=== block 1 ===
==> block_1/placement.png <==
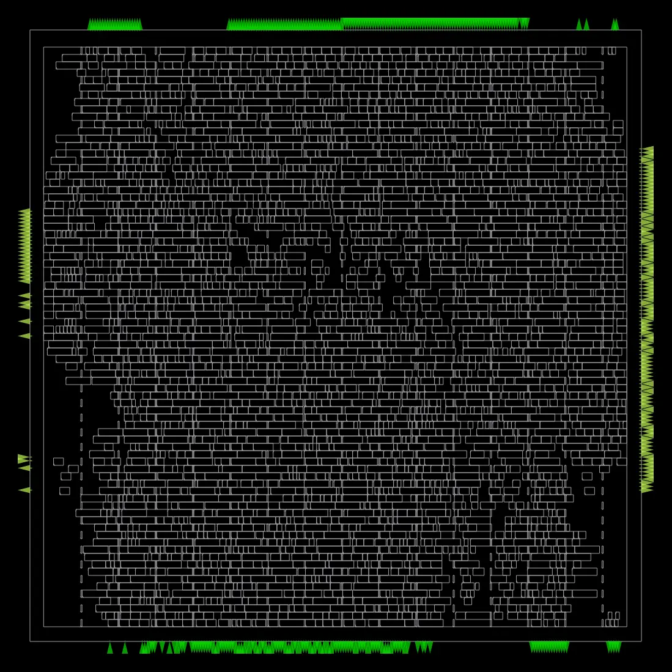

==> config.mk <==
export PLATFORM = sky130hd
export DESIGN_NAME = dram_traffic_gen_flat
export DESIGN_NICKNAME = d
export VERILOG_FILES = /design/src/rtl/dram_traffic_gen_if.sv /design/src/rtl/dram_traffic_gen.sv /design/src/flat_wrapper.sv
export SDC_FILE = /design/constraint.sdc
export NUM_CORES = 1
export LEC_CHECK = 0
export CAP_MARGIN = 10
export CORE_MARGIN = 5
export CORE_UTILIZATION = 48
export DETAILED_ROUTE_END_ITERATION = 10
export PLACE_DENSITY = 0.88
export SLEW_MARGIN = 20
export SYNTH_ARGS = -nofsm -noshare
export SYNTH_HDL_FRONTEND = slang
export SYNTH_SLANG_ARGS = --single-unit
==> constraint.sdc <==
create_clock -name clk -period 2.4 [get_ports clk]
set_input_delay 0.48 -clock clk [delete_from_list [all_inputs] [get_ports clk]]
set_output_delay 0.48 -clock clk [all_outputs]
set_load 0.02 [all_outputs]
==> src/rtl/dram_traffic_gen_if.sv <==
// Request port between a traffic source and dram_control.
// Reads complete in the handshake cycle: rdata is valid while valid && ready.
interface dram_traffic_gen_if #(
    parameter int unsigned DATA_W = 128,
    parameter int unsigned ADDR_W = 32
);
    logic              valid;
    logic              ready;
    logic [ADDR_W-1:0] addr;
    logic              wmask;
    logic [DATA_W-1:0] wdata;
    logic [DATA_W-1:0] rdata;

    modport master (output valid, addr, wmask, wdata, input ready, rdata);
    modport slave  (input valid, addr, wmask, wdata, output ready, rdata);
endinterface

==> src/rtl/dram_traffic_gen.sv <==
// DRAM traffic generator/checker: writes NUM_WORDS pattern words, reads them back, and counts mismatches.
// Define TRAFFIC_LOOP_EN to repeat runs continuously until stopped by a second start.
module dram_traffic_gen #(
    parameter int unsigned DATA_W    = 128,
    parameter int unsigned ADDR_W    = 32,
    parameter int unsigned ADDR_STEP = 16,
    parameter int unsigned NUM_WORDS = 256,
    parameter logic [31:0] SEED      = 32'hACE1_2468
) (
    input  logic              clk,
    input  logic              rstn,
    input  logic              start,
    input  logic [1:0]        mode,
    input  logic [ADDR_W-1:0] base_addr,
    output logic              busy,
    output logic              done,
    output logic              pass,
    output logic [15:0]       err_count,
    output logic [ADDR_W-1:0] first_err_addr,
    output logic [15:0]       loop_count,
    dram_traffic_gen_if.master req
);

    localparam int unsigned    LANES     = DATA_W / 32;
    localparam int unsigned    IDX_W     = (NUM_WORDS > 1) ? $clog2(NUM_WORDS) : 1;
    localparam logic [IDX_W-1:0] LAST_IDX = IDX_W'(NUM_WORDS - 1);
    localparam logic [31:0]    SEED_EFF  = (SEED == 32'd0) ? 32'd1 : SEED;
    localparam logic [31:0]    LFSR_TAPS = 32'h8020_0003;
    localparam logic [127:0]   FIXED_PAT = 128'h0123456789abcdef_deadbeef_abad1dea;

    localparam logic [1:0] S_IDLE  = 2'd0;
    localparam logic [1:0] S_WRITE = 2'd1;
    localparam logic [1:0] S_READ  = 2'd2;
    localparam logic [1:0] S_FIN   = 2'd3;

    // Galois step for x^32+x^22+x^2+x+1, right-shifting form
    function automatic logic [31:0] lfsr_step(input logic [31:0] s);
        return s[0] ? ((s >> 1) ^ LFSR_TAPS) : (s >> 1);
    endfunction

    function automatic logic [31:0] lfsr_adv(input logic [31:0] s);
        logic [31:0] t;
        t = s;
        for (int k = 0; k < int'(LANES); k++) t = lfsr_step(t);
        return t;
    endfunction

    // Word pattern: s is the LFSR state for lane 0, c the counter value for lane 0
    function automatic logic [DATA_W-1:0] gen_pat(input logic [1:0] m, input logic [31:0] s,
                                                  input logic [31:0] c);
        logic [DATA_W-1:0] p;
        logic [31:0]       t;
        p = '0;
        t = s;
        for (int k = 0; k < int'(LANES); k++) begin
            case (m)
                2'd1:    p[k*32 +: 32] = c + 32'(k);
                2'd2: begin
                    p[k*32 +: 32] = t;
                    t = lfsr_step(t);
                end
                default: p[k*32 +: 32] = FIXED_PAT[(k % 4)*32 +: 32];
            endcase
        end
        return p;
    endfunction

    logic [1:0]        state, state_n;
    logic              busy_n, done_n, pass_n;
    logic [15:0]       err_n;
    logic [ADDR_W-1:0] fea_n;
    logic              valid_n, wmask_n;
    logic [ADDR_W-1:0] addr_n;
    logic [DATA_W-1:0] wdata_n;
    logic [IDX_W-1:0]  idx, idx_n;
    logic [31:0]       lfsr, lfsr_n, lfsr_base, lfsr_base_n;
    logic [31:0]       cnt, cnt_n, cnt_base, cnt_base_n;
    logic [1:0]        mode_r, mode_n;
    logic [ADDR_W-1:0] base_r, base_n;
    logic [DATA_W-1:0] exp_pat, exp_n;

    logic              hs;
    logic              stop_hit;
    logic [31:0]       adv_lfsr, adv_cnt;
    logic [DATA_W-1:0] adv_pat, start_pat, reload_pat;

`ifdef TRAFFIC_LOOP_EN
    logic [15:0]       loop_r, loop_n;
    logic              stop_r, stop_n;
    logic [31:0]       loop_cnt;
    logic [DATA_W-1:0] loop_pat;

    assign loop_count = loop_r;
    assign stop_hit   = stop_r | (start & busy);
    assign loop_cnt   = 32'(loop_r + 16'd1);
    assign loop_pat   = gen_pat(mode_r, lfsr, loop_cnt);
`else
    assign loop_count = 16'd0;
    assign stop_hit   = 1'b0;
`endif

    assign hs         = req.valid && req.ready;
    assign adv_lfsr   = lfsr_adv(lfsr);
    assign adv_cnt    = cnt + 32'(LANES);
    assign adv_pat    = gen_pat(mode_r, adv_lfsr, adv_cnt);
    assign start_pat  = gen_pat(mode, SEED_EFF, 32'd0);
    assign reload_pat = gen_pat(mode_r, lfsr_base, cnt_base);

    // Next-state and next-output logic
    always_comb begin
        state_n     = state;
        busy_n      = busy;
        done_n      = 1'b0;
        pass_n      = pass;
        err_n       = err_count;
        fea_n       = first_err_addr;
        valid_n     = req.valid;
        wmask_n     = req.wmask;
        addr_n      = req.addr;
        wdata_n     = req.wdata;
        idx_n       = idx;
        lfsr_n      = lfsr;
        lfsr_base_n = lfsr_base;
        cnt_n       = cnt;
        cnt_base_n  = cnt_base;
        mode_n      = mode_r;
        base_n      = base_r;
        exp_n       = exp_pat;
`ifdef TRAFFIC_LOOP_EN
        loop_n      = loop_r;
        stop_n      = stop_r | (start & busy);
`endif
        case (state)
            S_IDLE: begin
                if (start) begin
                    state_n     = S_WRITE;
                    busy_n      = 1'b1;
                    pass_n      = 1'b0;
                    err_n       = 16'd0;
                    fea_n       = '0;
                    mode_n      = mode;
                    base_n      = base_addr;
                    idx_n       = '0;
                    lfsr_n      = SEED_EFF;
                    lfsr_base_n = SEED_EFF;
                    cnt_n       = 32'd0;
                    cnt_base_n  = 32'd0;
                    valid_n     = 1'b1;
                    wmask_n     = 1'b1;
                    addr_n      = base_addr;
                    exp_n       = start_pat;
                    wdata_n     = start_pat;
`ifdef TRAFFIC_LOOP_EN
                    loop_n      = 16'd0;
`endif
                end
            end
            S_WRITE: begin
                if (hs) begin
                    if (stop_hit) begin
                        state_n = S_IDLE;
                        busy_n  = 1'b0;
                        valid_n = 1'b0;
                        wmask_n = 1'b0;
                        wdata_n = '0;
                    end else if (idx == LAST_IDX) begin
                        // one idle cycle between phases; rewind the pattern for readback
                        state_n = S_READ;
                        valid_n = 1'b0;
                        wmask_n = 1'b0;
                        wdata_n = '0;
                        idx_n   = '0;
                        lfsr_n  = lfsr_base;
                        cnt_n   = cnt_base;
                        addr_n  = base_r;
                        exp_n   = reload_pat;
                    end else begin
                        idx_n   = idx + IDX_W'(1);
                        lfsr_n  = adv_lfsr;
                        cnt_n   = adv_cnt;
                        addr_n  = req.addr + ADDR_W'(ADDR_STEP);
                        exp_n   = adv_pat;
                        wdata_n = adv_pat;
                    end
                end
            end
            S_READ: begin
                if (!req.valid) begin
                    if (stop_hit) begin
                        state_n = S_IDLE;
                        busy_n  = 1'b0;
                    end else begin
                        valid_n = 1'b1;
                    end
                end else if (hs) begin
                    if (req.rdata != exp_pat) begin
                        if (err_count != 16'hFFFF) err_n = err_count + 16'd1;
                        if (err_count == 16'd0) fea_n = req.addr;
                    end
                    if (stop_hit) begin
                        state_n = S_IDLE;
                        busy_n  = 1'b0;
                        valid_n = 1'b0;
                    end else if (idx == LAST_IDX) begin
                        state_n = S_FIN;
                        valid_n = 1'b0;
                        done_n  = 1'b1;
                        pass_n  = (err_n == 16'd0);
                    end else begin
                        idx_n  = idx + IDX_W'(1);
                        lfsr_n = adv_lfsr;
                        cnt_n  = adv_cnt;
                        addr_n = req.addr + ADDR_W'(ADDR_STEP);
                        exp_n  = adv_pat;
                    end
                end
            end
            default: begin
`ifdef TRAFFIC_LOOP_EN
                if (stop_hit) begin
                    state_n = S_IDLE;
                    busy_n  = 1'b0;
                end else begin
                    // next loop continues the LFSR and offsets the counter by the loop number
                    state_n     = S_WRITE;
                    loop_n      = loop_r + 16'd1;
                    idx_n       = '0;
                    lfsr_base_n = lfsr;
                    cnt_n       = loop_cnt;
                    cnt_base_n  = loop_cnt;
                    addr_n      = base_r;
                    valid_n     = 1'b1;
                    wmask_n     = 1'b1;
                    exp_n       = loop_pat;
                    wdata_n     = loop_pat;
                end
`else
                state_n = S_IDLE;
                busy_n  = 1'b0;
`endif
            end
        endcase
`ifdef TRAFFIC_LOOP_EN
        if (state_n == S_IDLE) stop_n = 1'b0;
`endif
    end

    // State and output registers
    always_ff @(posedge clk or negedge rstn) begin
        if (!rstn) begin
            state          <= S_IDLE;
            busy           <= 1'b0;
            done           <= 1'b0;
            pass           <= 1'b0;
            err_count      <= 16'd0;
            first_err_addr <= '0;
            req.valid      <= 1'b0;
            req.wmask      <= 1'b0;
            req.addr       <= '0;
            req.wdata      <= '0;
            idx            <= '0;
            lfsr           <= 32'd0;
            lfsr_base      <= 32'd0;
            cnt            <= 32'd0;
            cnt_base       <= 32'd0;
            mode_r         <= 2'd0;
            base_r         <= '0;
            exp_pat        <= '0;
`ifdef TRAFFIC_LOOP_EN
            loop_r         <= 16'd0;
            stop_r         <= 1'b0;
`endif
        end else begin
            state          <= state_n;
            busy           <= busy_n;
            done           <= done_n;
            pass           <= pass_n;
            err_count      <= err_n;
            first_err_addr <= fea_n;
            req.valid      <= valid_n;
            req.wmask      <= wmask_n;
            req.addr       <= addr_n;
            req.wdata      <= wdata_n;
            idx            <= idx_n;
            lfsr           <= lfsr_n;
            lfsr_base      <= lfsr_base_n;
            cnt            <= cnt_n;
            cnt_base       <= cnt_base_n;
            mode_r         <= mode_n;
            base_r         <= base_n;
            exp_pat        <= exp_n;
`ifdef TRAFFIC_LOOP_EN
            loop_r         <= loop_n;
            stop_r         <= stop_n;
`endif
        end
    end

endmodule

==> src/flat_wrapper.sv <==
// flat-port wrapper written by rule: the top's interface ports become plain ports
module dram_traffic_gen_flat 
#(
    parameter int unsigned DATA_W    = 128,
    parameter int unsigned ADDR_W    = 32,
    parameter int unsigned ADDR_STEP = 16,
    parameter int unsigned NUM_WORDS = 256,
    parameter logic [31:0] SEED      = 32'hACE1_2468
)
  (clk, rstn, start, mode, base_addr, busy, done, pass, err_count, first_err_addr, loop_count, req_valid, req_addr, req_wmask, req_wdata, req_ready, req_rdata);
  dram_traffic_gen_if #(.DATA_W(DATA_W), .ADDR_W(ADDR_W)) req_i ();
  input  logic clk;
  input  logic rstn;
  input  logic start;
  input  logic [1:0] mode;
  input  logic [ADDR_W-1:0] base_addr;
  output logic busy;
  output logic done;
  output logic pass;
  output logic [15:0] err_count;
  output logic [ADDR_W-1:0] first_err_addr;
  output logic [15:0] loop_count;
  output wire logic [$bits(req_i.valid)-1:0] req_valid;
  output wire logic [$bits(req_i.addr)-1:0] req_addr;
  output wire logic [$bits(req_i.wmask)-1:0] req_wmask;
  output wire logic [$bits(req_i.wdata)-1:0] req_wdata;
  input wire logic [$bits(req_i.ready)-1:0] req_ready;
  input wire logic [$bits(req_i.rdata)-1:0] req_rdata;
  assign req_valid = req_i.valid;
  assign req_addr = req_i.addr;
  assign req_wmask = req_i.wmask;
  assign req_wdata = req_i.wdata;
  assign req_i.ready = req_ready;
  assign req_i.rdata = req_rdata;
  dram_traffic_gen #(.DATA_W(DATA_W), .ADDR_W(ADDR_W), .ADDR_STEP(ADDR_STEP), .NUM_WORDS(NUM_WORDS), .SEED(SEED)) u_core (.clk(clk), .rstn(rstn), .start(start), .mode(mode), .base_addr(base_addr), .busy(busy), .done(done), .pass(pass), .err_count(err_count), .first_err_addr(first_err_addr), .loop_count(loop_count), .req(req_i));
endmodule
=== block 2 ===
===== src/rtl/conv_operand_streamer.sv =====
// Operand streamer: walks x,y,ch_in,ch_out,k_v,k_h (k_h innermost), reads one feature and one kernel word per point, zero-pads borders.
// Latency: start sampled at edge 0, reads issued from cycle 1, first valid pair in cycle 3, then one pair per cycle.
// Backpressure: 2-entry pair FIFO with a credit rule on issue; a_valid never depends on ready, head holds until accepted.
//
// Ports: clk, arst_n_in (async active-low); start/busy/done layer control;
//        fm_re/fm_addr/fm_rdata and k_re/k_addr/k_rdata to 1-cycle-latency read memories;
//        a_input/b_input with a_valid/b_valid towards the consumer, a_ready/b_ready back.
module conv_operand_streamer #(
  parameter int FEATURE_MAP_WIDTH  = 1024,
  parameter int FEATURE_MAP_HEIGHT = 1024,
  parameter int INPUT_NB_CHANNELS  = 64,
  parameter int OUTPUT_NB_CHANNELS = 64,
  parameter int KERNEL_SIZE        = 3,
  parameter int DATA_WIDTH         = 16,
  parameter int ADDR_WIDTH         = 32
) (
  input  logic                  clk,
  input  logic                  arst_n_in,
  input  logic                  start,
  output logic                  busy,
  output logic                  done,
  output logic                  fm_re,
  output logic [ADDR_WIDTH-1:0] fm_addr,
  input  logic [DATA_WIDTH-1:0] fm_rdata,
  output logic                  k_re,
  output logic [ADDR_WIDTH-1:0] k_addr,
  input  logic [DATA_WIDTH-1:0] k_rdata,
  output logic [DATA_WIDTH-1:0] a_input,
  output logic [DATA_WIDTH-1:0] b_input,
  output logic                  a_valid,
  output logic                  b_valid,
  input  logic                  a_ready,
  input  logic                  b_ready
);

  localparam int PAD = (KERNEL_SIZE - 1) / 2;

  localparam logic [31:0] X_LAST  = 32'(FEATURE_MAP_WIDTH - 1);
  localparam logic [31:0] Y_LAST  = 32'(FEATURE_MAP_HEIGHT - 1);
  localparam logic [31:0] CI_LAST = 32'(INPUT_NB_CHANNELS - 1);
  localparam logic [31:0] CO_LAST = 32'(OUTPUT_NB_CHANNELS - 1);
  localparam logic [31:0] K_LAST  = 32'(KERNEL_SIZE - 1);

  localparam logic signed [33:0] PAD_S = 34'(PAD);
  localparam logic signed [33:0] W_S   = 34'(FEATURE_MAP_WIDTH);
  localparam logic signed [33:0] H_S   = 34'(FEATURE_MAP_HEIGHT);

  localparam logic [ADDR_WIDTH-1:0] W_A  = ADDR_WIDTH'(FEATURE_MAP_WIDTH);
  localparam logic [ADDR_WIDTH-1:0] H_A  = ADDR_WIDTH'(FEATURE_MAP_HEIGHT);
  localparam logic [ADDR_WIDTH-1:0] CI_A = ADDR_WIDTH'(INPUT_NB_CHANNELS);
  localparam logic [ADDR_WIDTH-1:0] K_A  = ADDR_WIDTH'(KERNEL_SIZE);

  typedef enum logic [1:0] {
    IDLE   = 2'd0,
    STREAM = 2'd1,
    DRAIN  = 2'd2
  } state_t;

  state_t state_q, state_d;

  // loop nest indices
  logic [31:0] x_q, y_q, ci_q, co_q, kv_q, kh_q;

  // FIFO of {a,b} pairs
  logic [2*DATA_WIDTH-1:0] fifo_mem [2];
  logic                    rd_ptr_q, wr_ptr_q;
  logic [1:0]              count_q;

  logic inflight_q;
  logic pad_q;

  logic issue;
  logic pop;
  logic push;
  logic credit_ok;
  logic last_xfer;
  logic [2:0] occ;

  // ---------------------------------------------------------------
  // Padding and addresses for the point currently addressed
  // ---------------------------------------------------------------
  logic signed [33:0] xx, yy;
  logic               padded;

  assign xx = $signed({2'b00, x_q}) + $signed({2'b00, kh_q}) - PAD_S;
  assign yy = $signed({2'b00, y_q}) + $signed({2'b00, kv_q}) - PAD_S;
  assign padded = (xx < 34'sd0) || (xx >= W_S) || (yy < 34'sd0) || (yy >= H_S);

  logic [ADDR_WIDTH-1:0] fm_addr_calc, k_addr_calc;

  assign fm_addr_calc = (ADDR_WIDTH'(ci_q) * H_A + ADDR_WIDTH'(yy)) * W_A + ADDR_WIDTH'(xx);
  assign k_addr_calc  = ((ADDR_WIDTH'(co_q) * CI_A + ADDR_WIDTH'(ci_q)) * K_A
                         + ADDR_WIDTH'(kv_q)) * K_A + ADDR_WIDTH'(kh_q);

  // addresses are forced to 0 when no read goes out, so idle/reset shows 0
  assign fm_re   = issue && !padded;
  assign k_re    = issue;
  assign fm_addr = fm_re ? fm_addr_calc : '0;
  assign k_addr  = issue ? k_addr_calc : '0;

  // ---------------------------------------------------------------
  // Counter carry chain (k_h innermost)
  // ---------------------------------------------------------------
  logic c_kh, c_kv, c_co, c_ci, c_y, last_point;

  assign c_kh       = (kh_q == K_LAST);
  assign c_kv       = c_kh && (kv_q == K_LAST);
  assign c_co       = c_kv && (co_q == CO_LAST);
  assign c_ci       = c_co && (ci_q == CI_LAST);
  assign c_y        = c_ci && (y_q == Y_LAST);
  assign last_point = c_y && (x_q == X_LAST);

  always_ff @(posedge clk or negedge arst_n_in) begin
    if (!arst_n_in) begin
      x_q  <= '0;
      y_q  <= '0;
      ci_q <= '0;
      co_q <= '0;
      kv_q <= '0;
      kh_q <= '0;
    end else if (state_q == IDLE) begin
      x_q  <= '0;
      y_q  <= '0;
      ci_q <= '0;
      co_q <= '0;
      kv_q <= '0;
      kh_q <= '0;
    end else if (issue) begin
      kh_q <= c_kh ? '0 : kh_q + 32'd1;
      if (c_kh) kv_q <= (kv_q == K_LAST)  ? '0 : kv_q + 32'd1;
      if (c_kv) co_q <= (co_q == CO_LAST) ? '0 : co_q + 32'd1;
      if (c_co) ci_q <= (ci_q == CI_LAST) ? '0 : ci_q + 32'd1;
      if (c_ci) y_q  <= (y_q == Y_LAST)   ? '0 : y_q + 32'd1;
      if (c_y)  x_q  <= (x_q == X_LAST)   ? '0 : x_q + 32'd1;
    end
  end

  // ---------------------------------------------------------------
  // Flow control: a read may go out only if its data is guaranteed a
  // FIFO slot next cycle, counting the read already in flight.
  // ---------------------------------------------------------------
  assign a_valid   = (count_q != 2'd0);
  assign b_valid   = a_valid;
  assign pop       = a_valid && a_ready && b_ready;
  assign push      = inflight_q;
  assign occ       = {1'b0, count_q} + {2'b00, inflight_q} - {2'b00, pop};
  assign credit_ok = (occ < 3'd2);
  assign last_xfer = pop && (count_q == 2'd1) && !inflight_q;

  always_ff @(posedge clk or negedge arst_n_in) begin
    if (!arst_n_in) begin
      inflight_q <= 1'b0;
      pad_q      <= 1'b0;
    end else begin
      inflight_q <= issue;
      pad_q      <= padded;
    end
  end

  always_ff @(posedge clk or negedge arst_n_in) begin
    if (!arst_n_in) begin
      for (int i = 0; i < 2; i++) fifo_mem[i] <= '0;
      rd_ptr_q <= 1'b0;
      wr_ptr_q <= 1'b0;
      count_q  <= 2'd0;
    end else begin
      if (push) begin
        fifo_mem[wr_ptr_q] <= {(pad_q ? {DATA_WIDTH{1'b0}} : fm_rdata), k_rdata};
        wr_ptr_q           <= ~wr_ptr_q;
      end
      if (pop) rd_ptr_q <= ~rd_ptr_q;
      count_q <= count_q + {1'b0, push} - {1'b0, pop};
    end
  end

  assign a_input = fifo_mem[rd_ptr_q][2*DATA_WIDTH-1:DATA_WIDTH];
  assign b_input = fifo_mem[rd_ptr_q][DATA_WIDTH-1:0];

  // ---------------------------------------------------------------
  // FSM
  // ---------------------------------------------------------------
  always_ff @(posedge clk or negedge arst_n_in) begin
    if (!arst_n_in) state_q <= IDLE;
    else            state_q <= state_d;
  end

  always_comb begin
    state_d = state_q;
    case (state_q)
      IDLE:    if (start) state_d = STREAM;
      STREAM:  if (issue && last_point) state_d = DRAIN;
      DRAIN:   if (last_xfer) state_d = IDLE;
      default: state_d = IDLE;
    endcase
  end

  always_comb begin
    busy  = (state_q != IDLE);
    done  = (state_q == DRAIN) && last_xfer;
    issue = (state_q == STREAM) && credit_ok;
  end

endmodule


===== config.mk =====
export PLATFORM = sky130hd
export DESIGN_NAME = conv_operand_streamer
export DESIGN_NICKNAME = d
export VERILOG_FILES = /design/src/rtl/conv_operand_streamer.sv
export SDC_FILE = /design/constraint.sdc
export NUM_CORES = 1
export LEC_CHECK = 0
export ABC_AREA = 1
export ABC_CLOCK_PERIOD_IN_PS = 8610
export CORE_AREA = 4 4 234 236
export DETAILED_ROUTE_END_ITERATION = 12
export DIE_AREA = 0 0 238 240
export GPL_ROUTABILITY_DRIVEN = 1
export HOLD_SLACK_MARGIN = 0.1
export PLACE_DENSITY = 0.72
export SLEW_MARGIN = 30
export SYNTH_ARGS = -nofsm -noshare
export SYNTH_HDL_FRONTEND = slang
export SYNTH_SLANG_ARGS = --single-unit

===== constraint.sdc =====
create_clock -name clk -period 8.61 [get_ports clk]
set_clock_uncertainty 0.15 [all_clocks]
set_input_delay 0.861 -clock clk [delete_from_list [all_inputs] [get_ports clk]]
set_output_delay 0.861 -clock clk [all_outputs]
set_load 0.03 [all_outputs]

=== block 3 ===
## src/rtl/registrador_pisos.sv

```systemverilog
// Elevator request register: latches hall and car button press edges and clears them as the car serves a floor.
// Optional macro REGISTRADOR_CANCELAR_EN: a new press on an already latched car button cancels that request.
module registrador_pisos #(
    parameter  int NPISOS = 4,
    localparam int PW     = $clog2(NPISOS),
    localparam int CW     = $clog2(3*NPISOS+1)
) (
    input  logic              clk,
    input  logic              reset,
    input  logic [NPISOS-1:0] sube,
    input  logic [NPISOS-1:0] baja,
    input  logic [NPISOS-1:0] cabina,
    input  logic [PW-1:0]     piso_actual,
    input  logic              atender,
    input  logic              direccion,
    output logic [NPISOS-1:0] req_sube,
    output logic [NPISOS-1:0] req_baja,
    output logic [NPISOS-1:0] req_cabina,
    output logic              hay_arriba,
    output logic              hay_abajo,
    output logic              hay_aqui,
    output logic [CW-1:0]     pendientes
);

    // The top floor has no up button and the ground floor has no down button.
    localparam logic [NPISOS-1:0] SUBE_MASK = {NPISOS{1'b1}} >> 1;
    localparam logic [NPISOS-1:0] BAJA_MASK = {NPISOS{1'b1}} << 1;

    logic [NPISOS-1:0] prev_sube, prev_baja, prev_cabina;
    logic [NPISOS-1:0] edge_sube, edge_baja, edge_cabina;
    logic [NPISOS-1:0] sel, clr_sube, clr_baja, clr_cabina;
    logic [NPISOS-1:0] sube_d, baja_d, cabina_d, todos_d;
    logic              valido, extremo, servir;
    logic              arriba_d, abajo_d, aqui_d;

    always_comb begin
        // NOTE: every variable gets a default first so no path leaves it unassigned (no latch).
        arriba_d = 1'b0;
        abajo_d  = 1'b0;
        aqui_d   = 1'b0;

        valido  = {1'b0, piso_actual} < (PW+1)'(NPISOS);
        extremo = (piso_actual == '0) || (piso_actual == PW'(NPISOS-1));
        servir  = atender && valido;
        sel     = valido ? (NPISOS'(1) << piso_actual) : '0;

        clr_cabina = servir ? sel : '0;
        clr_sube   = (servir && (direccion || extremo))  ? sel : '0;
        clr_baja   = (servir && (!direccion || extremo)) ? sel : '0;

        edge_sube   = sube   & ~prev_sube;
        edge_baja   = baja   & ~prev_baja;
        edge_cabina = cabina & ~prev_cabina;

        // A clear always beats a press on the same bit.
        sube_d = (req_sube | edge_sube) & ~clr_sube & SUBE_MASK;
        baja_d = (req_baja | edge_baja) & ~clr_baja & BAJA_MASK;
`ifdef REGISTRADOR_CANCELAR_EN
        cabina_d = (req_cabina ^ edge_cabina) & ~clr_cabina;
`else
        cabina_d = (req_cabina | edge_cabina) & ~clr_cabina;
`endif

        todos_d = sube_d | baja_d | cabina_d;
        for (int i = 0; i < NPISOS; i++) begin
            if (todos_d[i]) begin
                if (i > int'(piso_actual)) arriba_d = 1'b1;
                if (i < int'(piso_actual)) abajo_d  = 1'b1;
                if (i == int'(piso_actual)) aqui_d  = 1'b1;
            end
        end
    end

    always_ff @(posedge clk) begin
        // NOTE: non-blocking assignments so every register samples pre-edge values.
        if (reset) begin
            prev_sube   <= '0;
            prev_baja   <= '0;
            prev_cabina <= '0;
            req_sube    <= '0;
            req_baja    <= '0;
            req_cabina  <= '0;
            hay_arriba  <= 1'b0;
            hay_abajo   <= 1'b0;
            hay_aqui    <= 1'b0;
            pendientes  <= '0;
        end else begin
            prev_sube   <= sube;
            prev_baja   <= baja;
            prev_cabina <= cabina;
            req_sube    <= sube_d;
            req_baja    <= baja_d;
            req_cabina  <= cabina_d;
            hay_arriba  <= arriba_d;
            hay_abajo   <= abajo_d;
            hay_aqui    <= aqui_d;
            pendientes  <= CW'($countones({sube_d, baja_d, cabina_d}));
        end
    end

endmodule
```

## config.mk

```make
export PLATFORM = sky130hd
export DESIGN_NAME = registrador_pisos
export DESIGN_NICKNAME = d
export VERILOG_FILES = /design/src/rtl/registrador_pisos.sv
export SDC_FILE = /design/constraint.sdc
export NUM_CORES = 1
export LEC_CHECK = 0
export ABC_AREA = 1
export CAP_MARGIN = 30
export CORE_ASPECT_RATIO = 0.7
export CORE_MARGIN = 2
export CORE_UTILIZATION = 47
export DETAILED_ROUTE_END_ITERATION = 6
export PLACE_DENSITY = 0.8
export RECOVER_POWER = 100
export SETUP_SLACK_MARGIN = 0.05
export SYNTH_ARGS = -nofsm -noshare
export SYNTH_HDL_FRONTEND = slang
export SYNTH_SLANG_ARGS = --single-unit
```

## constraint.sdc

```tcl
create_clock -name clk -period 5 [get_ports clk]
set_input_delay 1 -clock clk [delete_from_list [all_inputs] [get_ports clk]]
set_output_delay 1 -clock clk [all_outputs]
set_load 0.02 [all_outputs]
```

=== block 4 ===
### src/rtl/rv_mem_pkg.sv
// rv_mem_pkg
//   Shared definitions for the data-memory arbitration slice:
//   default bus widths, arbiter FSM state encoding and the
//   port-select constants used by the memory-side mux.
package rv_mem_pkg;

   localparam int ADDR_W_DEF = 32;
   localparam int DATA_W_DEF = 32;

   typedef enum logic {
      ARB_IDLE      = 1'b0,
      ARB_FORCE_AUX = 1'b1
   } arb_state_t;

   typedef enum logic {
      SEL_CORE = 1'b0,
      SEL_AUX  = 1'b1
   } port_sel_t;

endpackage

### src/rtl/dmem_arbiter.sv
// dmem_arbiter
//   Shares the single data_mem port between the core load/store unit
//   (default priority) and an auxiliary master (boot loader / debug / DMA).
//   A starvation counter forces a one-cycle aux grant once aux has been
//   blocked by the core for STARVE_LIMIT consecutive cycles; the core is
//   stalled for that cycle.
//
//   state     | meaning
//   ----------+-------------------------------------------------------
//   ARB_IDLE  | core has priority, aux granted only when core is idle
//   FORCE_AUX | aux owns the port for exactly one cycle, core stalled
//
// Ports
//   clk, rst                    clock, async active-high reset
//   core_req/we/addr/wdata      core request (combinational grant)
//   core_rdata                  load data, pass-through of mem_rdata
//   core_stall                  core must hold its request this cycle
//   aux_valid/we/addr/wdata     aux request, held until aux_ready
//   aux_ready                   aux request accepted this cycle
//   aux_rvalid, aux_rdata       registered aux read response
//   mem_write/read/addr/wdata   to data_mem
//   mem_rdata                   from data_mem (combinational read)
module dmem_arbiter
   import rv_mem_pkg::*;
#(
   parameter int ADDR_W       = ADDR_W_DEF,
   parameter int DATA_W       = DATA_W_DEF,
   parameter int STARVE_LIMIT = 4,
   parameter int CNT_W        = 4
) (
   input  logic              clk,
   input  logic              rst,
   input  logic              core_req,
   input  logic              core_we,
   input  logic [ADDR_W-1:0] core_addr,
   input  logic [DATA_W-1:0] core_wdata,
   output logic [DATA_W-1:0] core_rdata,
   output logic              core_stall,
   input  logic              aux_valid,
   input  logic              aux_we,
   input  logic [ADDR_W-1:0] aux_addr,
   input  logic [DATA_W-1:0] aux_wdata,
   output logic              aux_ready,
   output logic              aux_rvalid,
   output logic [DATA_W-1:0] aux_rdata,
   output logic              mem_write,
   output logic              mem_read,
   output logic [ADDR_W-1:0] mem_addr,
   output logic [DATA_W-1:0] mem_wdata,
   input  logic [DATA_W-1:0] mem_rdata
);

   localparam logic [CNT_W-1:0] LIMIT    = CNT_W'(STARVE_LIMIT);
   localparam logic [CNT_W-1:0] LIMIT_M1 = CNT_W'(STARVE_LIMIT - 1);

   arb_state_t       state;
   logic [CNT_W-1:0] starve_cnt;
   port_sel_t        sel;
   logic             granted_req;
   logic             granted_we;
   logic             aux_xfer;

   // Port selection is combinational so the core gets same-cycle access.
   always_comb begin
      sel = SEL_CORE;
      if (state == ARB_FORCE_AUX)
         sel = SEL_AUX;
      else if (!core_req && aux_valid)
         sel = SEL_AUX;
   end

   always_comb begin
      granted_req = core_req;
      granted_we  = core_we;
      mem_addr    = core_addr;
      mem_wdata   = core_wdata;
      if (sel == SEL_AUX) begin
         granted_req = aux_valid;
         granted_we  = aux_we;
         mem_addr    = aux_addr;
         mem_wdata   = aux_wdata;
      end
   end

   // Strobes are gated by rst so nothing reaches data_mem during reset.
   assign mem_write  = !rst &&  granted_we && granted_req;
   assign mem_read   = !rst && !granted_we && granted_req;
   assign aux_ready  = !rst && (sel == SEL_AUX) && aux_valid;
   assign core_stall = !rst && (state == ARB_FORCE_AUX) && core_req;
   assign core_rdata = mem_rdata;
   assign aux_xfer   = aux_valid && aux_ready;

   always_ff @(posedge clk or posedge rst) begin
      if (rst) begin
         state      <= ARB_IDLE;
         starve_cnt <= '0;
         aux_rvalid <= 1'b0;
         aux_rdata  <= '0;
      end else begin
         aux_rvalid <= aux_xfer && !aux_we;
         if (aux_xfer && !aux_we)
            aux_rdata <= mem_rdata;

         case (state)
            ARB_IDLE: begin
               if (aux_valid && core_req) begin
                  if (starve_cnt != LIMIT)
                     starve_cnt <= starve_cnt + 1'b1;
                  if (starve_cnt == LIMIT_M1)
                     state <= ARB_FORCE_AUX;
               end else begin
                  // aux idle or granted this cycle
                  starve_cnt <= '0;
               end
            end
            ARB_FORCE_AUX: begin
               starve_cnt <= '0;
               state      <= ARB_IDLE;
            end
            default: begin
               starve_cnt <= '0;
               state      <= ARB_IDLE;
            end
         endcase
      end
   end

endmodule

### config.mk
export PLATFORM = sky130hd
export DESIGN_NAME = dmem_arbiter
export DESIGN_NICKNAME = d
export VERILOG_FILES = /design/src/rtl/rv_mem_pkg.sv /design/src/rtl/dmem_arbiter.sv
export SDC_FILE = /design/constraint.sdc
export NUM_CORES = 1
export LEC_CHECK = 0
export ABC_CLOCK_PERIOD_IN_PS = 2130
export CAP_MARGIN = 30
export CORE_AREA = 2 2 115 117
export DETAILED_ROUTE_END_ITERATION = 10
export DIE_AREA = 0 0 117 119
export DONT_BUFFER_PORTS = 1
export PLACE_DENSITY_LB_ADDON = 0.12
export SLEW_MARGIN = 10
export SYNTH_ARGS = -nofsm -noshare
export SYNTH_HDL_FRONTEND = slang
export SYNTH_SLANG_ARGS = --single-unit
### constraint.sdc
create_clock -name clk -period 2.13 [get_ports clk]
set_input_delay 0.213 -clock clk [delete_from_list [all_inputs] [get_ports clk]]
set_output_delay 0.213 -clock clk [all_outputs]
set_load 0.005 [all_outputs]
==> block_1/placement_by_type.png <==
Drawn at 1 px/um. Fill, decap, tap and diode cells in gray.
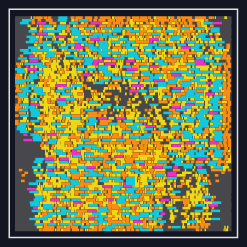
[combinational and other logic] yellow | cells: 1768
[flops] cyan | cells: 448
[clock drivers and dummy loads] magenta | cells: 86
[other buffers and delay cells] orange | cells: 889

## Picture notes: block_1/placement.png
share of the final layout cell area in sequential cells: 31.09%
fin util: 77.66%

==> results_slide.txt, block 1 <==
Implementation Results

Status
  – Status: finished, violations left
  – Violations in the final reports: negative setup slack

Global route
  – Maximum number of pins on one net before global-route repair: 93
  – Total grt overflow: 0

Synth
  – Synth area leader: sky130_fd_sc_hd__dfrtp_1
  – Warnings, synthesis: 0
  – Top cells by count: sky130_fd_sc_hd__dfrtp_1 (448), sky130_fd_sc_hd__nand2_1 (261), sky130_fd_sc_hd__nor2_1 (245)
  – Area of the mapped netlist: 22530 um2
  – Share of async-settable or async-resettable flops after synthesis: 100.0%
  – Most common cell in the synthesized netlist: sky130_fd_sc_hd__dfrtp_1

Setup path
  – Logic depth of the worst path, buffers included: 12
  – Max stage delay on crit path: around 450 ps
  – R2r worst-path depth: 12
  – Start point of the critical path: u_core.exp_pat[124]$_DFFE_PN0P_

Clock network
  – Number of levels in the clock H-tree: 2
  – Post-cts gate resize count: 180

Power
  – Comb power: 39.1 mW
  – Leakage power of the design: 15.39 nW
  – Clk. pwr: 8.48 mW
  – Share of power burned in registers: 21.9%

Die
  – FP Core Util: 48.51%
  – IO Count: about 400

Routing
  – Number of detailed-routing iterations run before antenna repair: 8
  – Top routing layer in use: met5
  – Residual DRC: 0

Finish
  – Fraction of area in clock buffers and inverters: 4.883%
  – Cell area after layout: 36080 um2
  – Cell Count, Final, Fillers Out: between 3k and 4k
  – Clock buffer count in the final layout: 66
  – # diodes: 15
  – Signed area change from the synthesized netlist to the final layout: 60.11%

Final timing
  – Worst setup slack after layout: -469.0 ps
  – Final slew viol count: 0
  – Final setup violation count: 362

Min path
  – Hold/Removal Path Class: input pin to asynchronous set/reset pin
block 1: sequential cells by signal, indices dropped and copies added (netlist names):
| name | cells |
|---|---|
| u_core.lfsr_base | 1 |
| u_core.state | 2 |
| u_core.err_count | 16 |
| u_core.mode_r | 2 |
| u_core.base_r | 32 |
| u_core.first_err_addr | 32 |
| u_core.lfsr | 32 |
| u_core.req.wmask | 1 |
| u_core.req.addr | 32 |
| u_core.pass | 1 |
| u_core.busy | 1 |
| u_core.idx | 8 |
| u_core.req.wdata | 128 |
| u_core.req.valid | 1 |
| u_core.exp_pat | 128 |
| u_core.done | 1 |
| u_core.cnt | 30 |
block 1: worst min path at each step:
stage	startpoint	endpoint	slack, ps
final	rstn	u_core.base_r[19]$_DFFE_PN0P_	420
after detailed placement	rstn	u_core.base_r[19]$_DFFE_PN0P_	430
after floorplan	rstn	u_core.base_r[0]$_DFFE_PN0P_	180
after global placement	rstn	u_core.first_err_addr[21]$_DFFE_PN0P_	430
after global routing	rstn	u_core.first_err_addr[24]$_DFFE_PN0P_	440
after CTS	rstn	u_core.base_r[19]$_DFFE_PN0P_	430
==> block_3/wires.png <==
Drawn at 6 px/um. Only two layers are drawn.
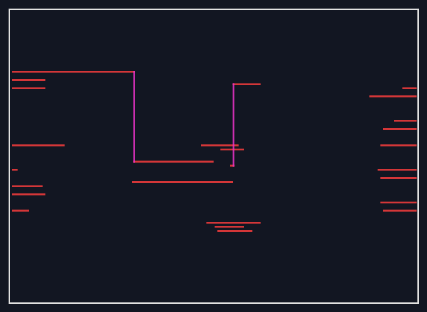
[metal 3] red | wire length: 163 um
[metal 4] magenta | wire length: 28.6 um

==> block_3/placement_by_type.png <==
Drawn at 4 px/um. Fill, decap, tap and diode cells in gray.
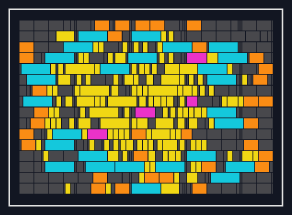
[combinational and other logic] yellow | cells: 137
[other buffers and delay cells] orange | cells: 33
[flops] cyan | cells: 27
[clock drivers and dummy loads] magenta | cells: 4

==> results_slide.txt, block 3 <==
Implementation Results

Status
  – Status: finished, final reports clean

Power
  – Overall power after layout: 612.0 uW

Synth
  – Post-synth tally of flip-flops with integrated enable: 0
  – Synth area leader: sky130_fd_sc_hd__dfxtp_1
  – Yosys stat cell total: 169
  – Area share of and-or/or-and cells after synthesis: 5.959%
  – Dominant synthesized flop cell: sky130_fd_sc_hd__dfxtp_1
  – Cells taking the most area after synthesis: sky130_fd_sc_hd__dfxtp_1 (40%), sky130_fd_sc_hd__inv_1 (11%), sky130_fd_sc_hd__fa_1 (8.9%), sky130_fd_sc_hd__nand2_1 (7.5%), sky130_fd_sc_hd__nor2_1 (7.5%)

Setup path
  – Most used cell along the critical path: sky130_fd_sc_hd__inv_1
  – Type of element launching the critical path: input pin
  – Worst path top cell family by delay: adder cells
  – Crit path capture: pendientes[2]$_SDFF_PP0_
  – Critical R2R Capture: pendientes[2]$_SDFF_PP0_
  – Buffer and inverter count on the worst path: 6

Final timing
  – F_max: 214.3 MHz
  – Setup clock skew after layout: roughly 10 ps
  – Unrepaired setup endpoints after global routing: no

Clock network
  – Post-CTS setup buffers: 0
  – # clock sinks: 27
  – Buffer levels on the longest clock path: 2

Placement
  – Post-placement cell area: between 1500 and 2000 um2
  – HPWL after detailed placement: 1.987 mm

Finish
  – Logic inverters: 39

Global route
  – Global router's overall resource usage: approximately 18%

Routing
  – Antenna Nets Post-Route: 0
  – Drt via density: 4.519

Die
  – Area of the die: between 3000 and 4000 um2
  – IO Count: 37

Min path
  – Beginning of the worst hold path: prev_sube[0]$_SDFF_PP0_
## block 3: per-layer routing
layer	track usage [%]	share of wire, %	vias to the layer above
li1	-	-	555
met1	22.16	45	481
met2	29.08	48	31
met3	5.814	6.3	4
met4	6.333	1.1	0
met5	0	0	-
## block 3: through the flow
| stage | hold WS [ps] | setup WS [ps] | utilization (%) |
|---|---|---|---|
| after floorplan | 514.4 | 967.2 | - |
| after global placement | 549.1 | 154.4 | 60.82 |
| after detailed placement | 539.8 | 82.03 | 60.82 |
| after CTS | 563.3 | 332.1 | 62.59 |
| after global routing | 610.7 | 142.1 | 61.73 |
| final | 557.5 | 332.6 | 61.73 |
## block 3: report_power, final
part / leakage (nW) / internal (mW) / total, mW / switching, mW
Clock: 0.0217 / 0.0566 / 0.125 / 0.0685
Combinational: 0.656 / 0.105 / 0.239 / 0.133
Sequential: 0.225 / 0.241 / 0.248 / 0.00734
## block 3: registers in the layout (all words and copies together), names as in the netlist
register and count:
pendientes 4, prev_cabina 4, req_cabina 4, prev_baja 3
prev_sube 3, req_baja 3, req_sube 3, hay_abajo 1
hay_aqui 1, hay_arriba 1
==> block_4/placement.png <==
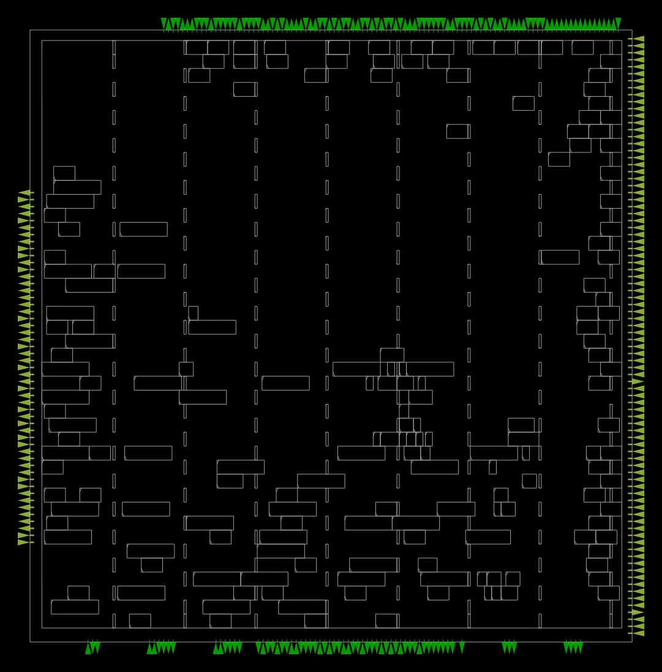
tap cells: 176
Cell Count, Final, Fillers Out: 357

==> results_slide.txt, block 4 <==
Implementation Results

Routing
  – Number of vias after detailed routing: approximately 1.5k
  – WL/cell: 22.89 um

Clock network
  – Number of levels in the clock H-tree: 2
  – Cts-stage hold buffer count: 1
  – Num CTS Buffers: 5
  – Post-cts gate resize count: 0
  – Buffer levels on the longest clock path: 2

Global route
  – Met1 global-route usage: 12.39%
  – Most used routing layer: met2
  – Met2 GRT Util: 18.86%
  – Via count of the first global-routing pass: 1594

Power
  – Share of power burned in the clock network: a little over a third
  – Clk. pwr: ~770 uW

Final timing
  – Part of the cycle the worst path needs: just over 90%
  – Unrepaired setup endpoints after global routing: no
  – Setup clock skew after layout: around 2.3 ps
  – Final setup violation count: 0

Synth
  – Yosys stat cell total: ~210
  – Yosys simple share: 5.104%
  – Area share of and-or/or-and cells after synthesis: 0.9148%
  – Post-synth tally of flip-flops with integrated enable: 0
  – Area of the mapped netlist: 2599 um2
  – Flip-flop and latch count after synthesis: 38

Die
  – Horizontal extent of the die: 117 um

Status
  – Status: finished, final reports clean

Placement
  – HPWL after detailed placement: 6.894 mm
  – Final GP Congestion: 0.6649

Setup path
  – Data arrival time of the worst path: 1750 ps
  – Register-to-Register Setup Slack: ~580 ps

Flow run
  – Number of maximum-capacitance violations: 0

Finish
  – Signed area change from the synthesized netlist to the final layout: 4.381%
  – Cell area after layout: 2713 um2
==> block 4: flip-flops by register name (all words and copies together) (netlist names) <==
register	cells
state	1
aux_rvalid	1
aux_rdata	32
starve_cnt	4
==> block 4: worst max-delay path, stage by stage (launching register included) <==
cell,delay [ps]
sky130_fd_sc_hd__dfrtp_1,430
sky130_fd_sc_hd__a21oi_4,320
sky130_fd_sc_hd__buf_12,280
sky130_fd_sc_hd__mux2_2,410
==> block 4: metrics by stage <==
stage | worst slack, ps | power [mW] | hold WS [ps]
6_report | 165.1 | 2.112 | 81.80
3_5_place_dp | 467.2 | 1.371 | 291.1
2_1_floorplan | 519.2 | 1.314 | 364.6
3_3_place_gp | 500.7 | 1.368 | 300.9
4_1_cts | 153.6 | 2.169 | 72.60
5_1_grt | 82.99 | 2.228 | 68.90
==> block 4: layout make-up <==
class,count,area (um2),area share (%)
repair buffers,6,72.57,2.675
flip-flops and latches,38,950.9,35.06
clock buffers,6,138.9,5.120
clock inverters,2,12.51,0.4613
inverters,5,18.77,0.6919
multi-input cells,124,1299,47.88
well taps,176,220.2,8.118
==> block_2/placement_by_type.png <==
Drawn at 1 px/um. Fill, decap, tap and diode cells in gray.
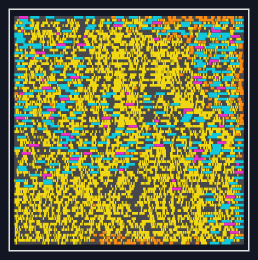
[other buffers and delay cells] orange | cells: 156
[clock drivers and dummy loads] magenta | cells: 66
[combinational and other logic] yellow | cells: 4332
[flops] cyan | cells: 264

==> results_slide.txt, block 2 <==
Implementation Results

Final timing
  – F_max: 122.5 MHz
  – Worst slew pin tran: 898.3 ps
  – Total Negative Setup Slacks: 0 ps
  – Worst setup slack after layout: 447.9 ps

Die
  – IO Count: 139
  – Die H: 240 um
  – FP Core Util: 56.72%
  – Number of rows created at floorplan: 84

Finish
  – Logic inverters: roughly 850
  – Cell Count, Final, Fillers Out: 5506
  – Most used logic cell in the final layout: sky130_fd_sc_hd__nand2_1
  – Top reg by flops: fifo_mem
  – Buffers excl. clock: 156
  – Total Nets Final: 5154

Placement
  – Post-placement setup slack: 881.3 ps

Global route
  – Total grt overflow: 0
  – Number of antenna violations at the first check in global routing: 1

Clock network
  – Clock-pin slew on the worst setup and hold paths: 70 ps
  – Number of levels in the clock H-tree: 2
  – Num CTS Buffers: 36
  – Cts-stage hold buffer count: 0

Setup path
  – Crit path capture: k_addr[23]

Power
  – Power per cell area: 229.8 nW/um2

Synth
  – Mean cell area of the mapped netlist: 6.360 um2
  – Warnings, synthesis: 0
  – Area of the mapped netlist: 29750 um2
  – Post-Synthesis Cells: 4677

Status
  – Status: finished, final reports clean

Routing
  – Residual DRC: 0
  – Number of vias after detailed routing: 30.44k
[block 2: stage by stage]
step,utilization [%],cell area (um2),hold WS [ps]
after floorplan,-,29750,298.9
after global placement,60.62,31790,311.6
after detailed placement,60.62,31790,314.8
after CTS,62.92,33000,241.7
after global routing,63.00,33040,273.0
final,63.00,33040,178.0
[block 2: cell families after synthesis]
group	Yosys count	synth area share [%]
simple gates	2363	33.59
buf+inv	931	11.92
compound gates	592	11.02
fa+ha+maj	327	15.37
flops	264	22.21
xor+xnor	200	5.889
[block 2: layer usage]
metal	global-route usage [%]	vias up	share of wire, %
met5	0	-	0.018
met4	12.47	2	4.2
met3	4.439	214	6.9
met2	52.75	1084	45
met1	43.71	13880	44
li1	-	15260	-
[block 2: report_power, final]
part | total, mW | switching [mW] | internal, mW
clock | 1.56 | 0.633 | 0.925
combinational | 4.56 | 3.03 | 1.53
sequential | 1.48 | 0.120 | 1.36
[block 2: timing repair]
action,4_1_cts,5_1_grt
hold endpoints to repair,0,0
setup endpoints to repair,0,11
resized,0,12

=== block 5 ===
==> block_5/power_grid.png <==
Drawn at 3 px/um. Pins as bars on the die edge.
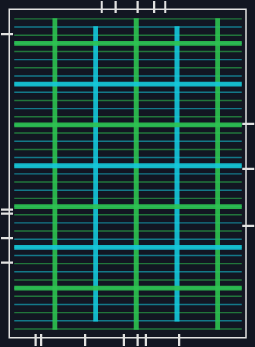
==> block_5/placement_by_type.png <==
Drawn at 2 px/um. Fill, decap, tap and diode cells in gray.
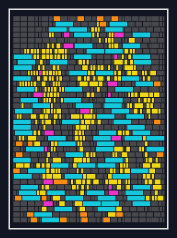
## config.mk

```make
export PLATFORM = sky130hd
export DESIGN_NAME = gpio_input_debounce
export DESIGN_NICKNAME = d
export VERILOG_FILES = /design/src/rtl/gpio_input_debounce.sv
export SDC_FILE = /design/constraint.sdc
export NUM_CORES = 1
export LEC_CHECK = 0
export ABC_AREA = 1
export CAP_MARGIN = 10
export CORE_ASPECT_RATIO = 1.4
export CORE_UTILIZATION = 45
export CTS_CLUSTER_SIZE = 12
export DETAILED_ROUTE_END_ITERATION = 10
export PLACE_DENSITY_LB_ADDON = 0.08
export SLEW_MARGIN = 15
export SYNTH_ARGS = -nofsm -noshare
export SYNTH_HDL_FRONTEND = slang
export SYNTH_SLANG_ARGS = --single-unit
```

## constraint.sdc

```tcl
create_clock -name clock -period 2.8 [get_ports clock]
set_input_delay 0.84 -clock clock [delete_from_list [all_inputs] [get_ports clock]]
set_output_delay 0.84 -clock clock [all_outputs]
set_load 0.02 [all_outputs]
```

## src/rtl/gpio_input_debounce.sv

```systemverilog
// Per-bit 2-FF synchroniser and tick-based debounce for raw board inputs feeding gpio0_i.
// Optional sticky rise/fall edge flags when GPIO_INPUT_DEBOUNCE_EDGE_EN is defined.
module gpio_input_debounce #(
    parameter int              WIDTH        = 8,
    parameter int              CLK_FREQ_HZ  = 24000000,
    parameter int              TICK_HZ      = 1000,
    parameter int              STABLE_TICKS = 10,
    parameter logic [WIDTH-1:0] RESET_VALUE = {WIDTH{1'b0}}
) (
    input  logic             clock,
    input  logic             reset,
    input  logic [WIDTH-1:0] raw_i,
    output logic [WIDTH-1:0] db_o,
    output logic             tick_o,
`ifdef GPIO_INPUT_DEBOUNCE_EDGE_EN
    output logic [WIDTH-1:0] rise_o,
    output logic [WIDTH-1:0] fall_o,
    input  logic [WIDTH-1:0] edge_clr_i,
`endif
    output logic             changed_o
);

    localparam int PRESCALE = CLK_FREQ_HZ / TICK_HZ;
    localparam int PW       = (PRESCALE > 1) ? $clog2(PRESCALE) : 1;
    localparam int CW       = $clog2(STABLE_TICKS + 1);

    localparam logic [PW-1:0] PRESC_LAST = PW'(PRESCALE - 1);
    localparam logic [CW-1:0] CNT_LAST   = CW'(STABLE_TICKS - 1);

    logic [WIDTH-1:0] sync1_q, sync2_q;
    logic [PW-1:0]    presc_q, presc_d;
    logic             tick_q, tick_d;
    logic [WIDTH-1:0] db_q, db_d;
    logic [CW-1:0]    cnt_q [WIDTH];
    logic [CW-1:0]    cnt_d [WIDTH];
    logic [WIDTH-1:0] flip_q, flip_d;
    logic             changed_q, changed_d;

    always_comb begin
        // NOTE: every output of this block gets a default first, so no path can infer a latch.
        presc_d = (presc_q == PRESC_LAST) ? '0 : presc_q + 1'b1;
        tick_d  = (presc_q == PRESC_LAST);
        db_d    = db_q;
        for (int i = 0; i < WIDTH; i++) begin
            cnt_d[i] = cnt_q[i];
            if (sync2_q[i] == db_q[i]) begin
                // Agreement always restarts the count, even on a tick cycle.
                cnt_d[i] = '0;
            end else if (tick_q) begin
                if (cnt_q[i] == CNT_LAST) begin
                    db_d[i]  = sync2_q[i];
                    cnt_d[i] = '0;
                end else begin
                    cnt_d[i] = cnt_q[i] + 1'b1;
                end
            end
        end
        // flip_q marks bits that changed at the last edge; changed_o follows one cycle later.
        flip_d    = db_d ^ db_q;
        changed_d = |flip_q;
    end

    // NOTE: sequential state uses non-blocking assignments only, so all flops update together.
    always_ff @(posedge clock or posedge reset) begin
        if (reset) begin
            sync1_q   <= RESET_VALUE;
            sync2_q   <= RESET_VALUE;
            presc_q   <= '0;
            tick_q    <= 1'b0;
            db_q      <= RESET_VALUE;
            flip_q    <= '0;
            changed_q <= 1'b0;
            // NOTE: the counter array is small and must lose all progress on reset, so it is reset.
            for (int i = 0; i < WIDTH; i++) cnt_q[i] <= '0;
        end else begin
            sync1_q   <= raw_i;
            sync2_q   <= sync1_q;
            presc_q   <= presc_d;
            tick_q    <= tick_d;
            db_q      <= db_d;
            flip_q    <= flip_d;
            changed_q <= changed_d;
            for (int i = 0; i < WIDTH; i++) cnt_q[i] <= cnt_d[i];
        end
    end

    assign db_o      = db_q;
    assign tick_o    = tick_q;
    assign changed_o = changed_q;

`ifdef GPIO_INPUT_DEBOUNCE_EDGE_EN
    logic [WIDTH-1:0] rise_q, rise_d;
    logic [WIDTH-1:0] fall_q, fall_d;

    always_comb begin
        // Set terms are OR-ed after the clear so a same-cycle edge is never lost.
        rise_d = (rise_q & ~edge_clr_i) | (flip_q &  db_q);
        fall_d = (fall_q & ~edge_clr_i) | (flip_q & ~db_q);
    end

    always_ff @(posedge clock or posedge reset) begin
        if (reset) begin
            rise_q <= '0;
            fall_q <= '0;
        end else begin
            rise_q <= rise_d;
            fall_q <= fall_d;
        end
    end

    assign rise_o = rise_q;
    assign fall_o = fall_q;
`endif

endmodule

```

==> results_slide.txt <==
Implementation Results

Synth
  – Top cells by count: sky130_fd_sc_hd__dfrtp_1 (81), sky130_fd_sc_hd__inv_1 (56), sky130_fd_sc_hd__nand2_1 (51)
  – Area of the mapped netlist: 3682 um2
  – Yosys simple share: 18.69%
  – Yosys stat cell total: between 300 and 400
  – Biggest combinational cell group after synthesis: simple AND/OR/NAND/NOR gates

Final timing
  – F_max: roughly 460 MHz
  – Hold WS: 341.5 ps
  – Worst setup slack after layout: 615.6 ps
  – Final slew viol count: 0
  – Final setup violation count: 0

Setup path
  – Crit path capture: db_o[5]
  – Start point of the critical path: db_o[5]$_DFF_PP0_
  – Max FO, Critical Path: 3
  – Cell-by-cell trace of the critical path: clkdlybuf4s50_1

Power
  – Clk. pwr: 740 uW
  – Leakage power of the design: around 1.9 nW
  – Fraction of power consumed by combinational cells: 2.9%
  – Overall power after layout: between 1.5 and 2 mW
  – Power per cell area: 474.3 nW/um2
  – Comb power: 57.4 uW

Clock network
  – Num CTS Buffers: 9
  – Cts-stage hold buffer count: 0
  – Number of levels in the clock H-tree: 3
  – Post-cts gate resize count: 0
  – Worst-skew pair later-pin latency: around 350 ps
  – Clock-pin slew on the worst setup and hold paths: ~80 ps
  – TritonCTS clock tree: done

Status
  – Status: finished, final reports clean

Routing
  – Residual DRC: 0
  – Post-Route WL: 6.431 mm
  – Top routing layer in use: met4
  – Detailed Route Iter0 Violations: 108

Finish
  – Biggest area consumer among cell classes: flip-flops and latches

Global route
  – Via count of the first global-routing pass: 2624
  – Met3 usage in global routing: 3.849%
  – Met1 global-route usage: between 20% and 30%

Die
  – IO Count: 20
  – Horizontal extent of the die: 78.45 um
  – Tap cells: 100

Placement
  – Post-placement setup slack: 990.2 ps
  – HPWL after detailed placement: approximately 4.7 mm
## Picture notes: block_5/power_grid.png
[VSS] green
[VDD] cyan
rows: 38
met5 straps: 7
met1 rails: 39

## Picture notes: block_5/placement_by_type.png
[other buffers and delay cells] orange | cells: 22
[clock drivers and dummy loads] magenta | cells: 16
[combinational and other logic] yellow | cells: 299
[flops] cyan | cells: 81
fin util: 53.32%
cell area after layout: 4183 um2
share of the final layout cell area in sequential cells: 48.46%
placeable core area: 7845 um2

==> cell usage in the layout, fill, tap and decap left out, types with 3 or more instances in the layout <==
master,synthesis,routed
sky130_fd_sc_hd__mux2_2,5,5
sky130_fd_sc_hd__o22ai_1,15,15
sky130_fd_sc_hd__nor3_1,6,6
sky130_fd_sc_hd__xor2_1,24,24
sky130_fd_sc_hd__clkinv_2,0,5
sky130_fd_sc_hd__nand2_2,3,3
sky130_fd_sc_hd__clkbuf_8,0,10
sky130_fd_sc_hd__nand3_1,40,40
sky130_fd_sc_hd__ha_1,17,17
sky130_fd_sc_hd__nand2_1,51,51
sky130_fd_sc_hd__inv_1,56,55
sky130_fd_sc_hd__nor2_1,31,31
sky130_fd_sc_hd__dfrtp_1,81,81
sky130_fd_sc_hd__nor2_2,3,3
sky130_fd_sc_hd__nand4_1,16,16
sky130_fd_sc_hd__clkdlybuf4s50_1,0,19
sky130_fd_sc_hd__o21ai_0,23,23
==> registers in the layout (all words and copies together), names as in the netlist <==
| name | cells |
|---|---|
| presc_q | 15 |
| changed_o | 1 |
| tick_o | 1 |
| cnt_q | 32 |
| sync1_q | 8 |
| sync2_q | 8 |
| db_o | 8 |
| flip_q | 8 |


==> layout pictures side by side <==
Clock distribution.
(a)
Drawn at 4 px/um.
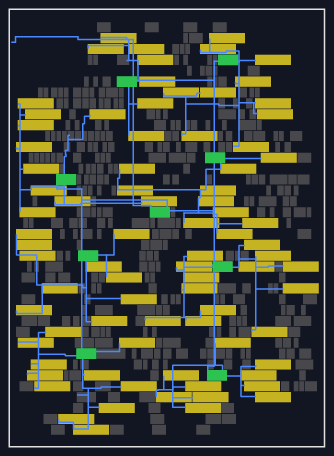
(b)
Drawn at 4 px/um.
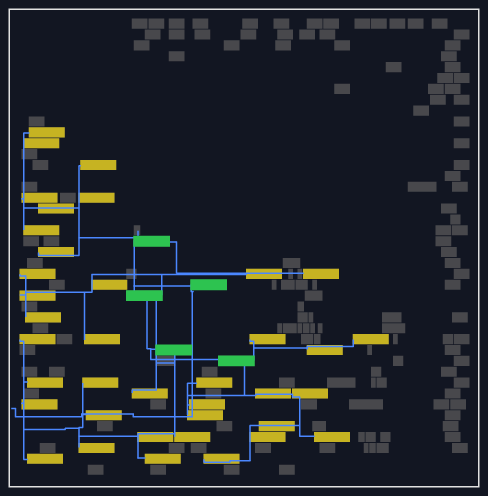
(c)
Drawn at 2 px/um.
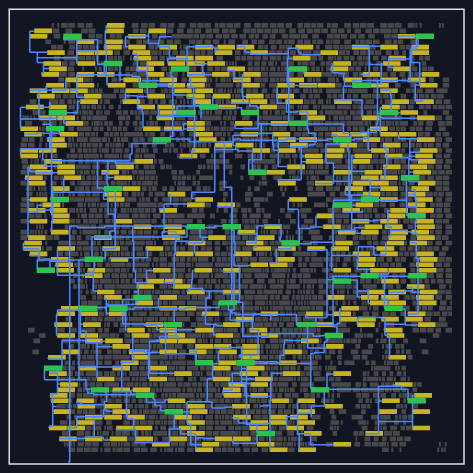
(d)
Drawn at 8 px/um.
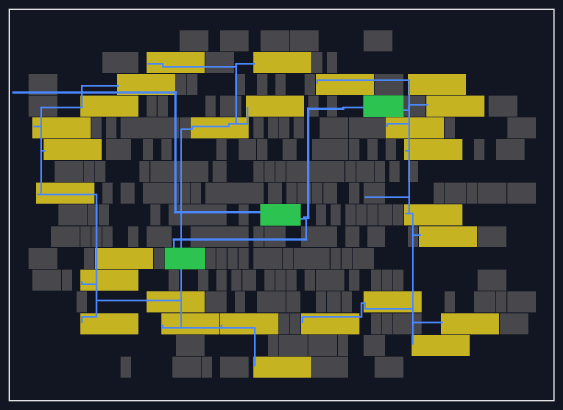
(e)
Drawn at 2 px/um.
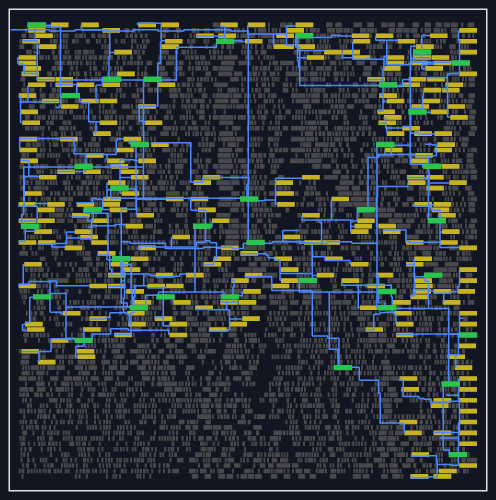
| from | picture |
|---|---|
| block 4 | (b) |
| block 1 | (c) |
| block 2 | (e) |
| block 5 | (a) |
| block 3 | (d) |

Power and IR drop assume default switching activity.
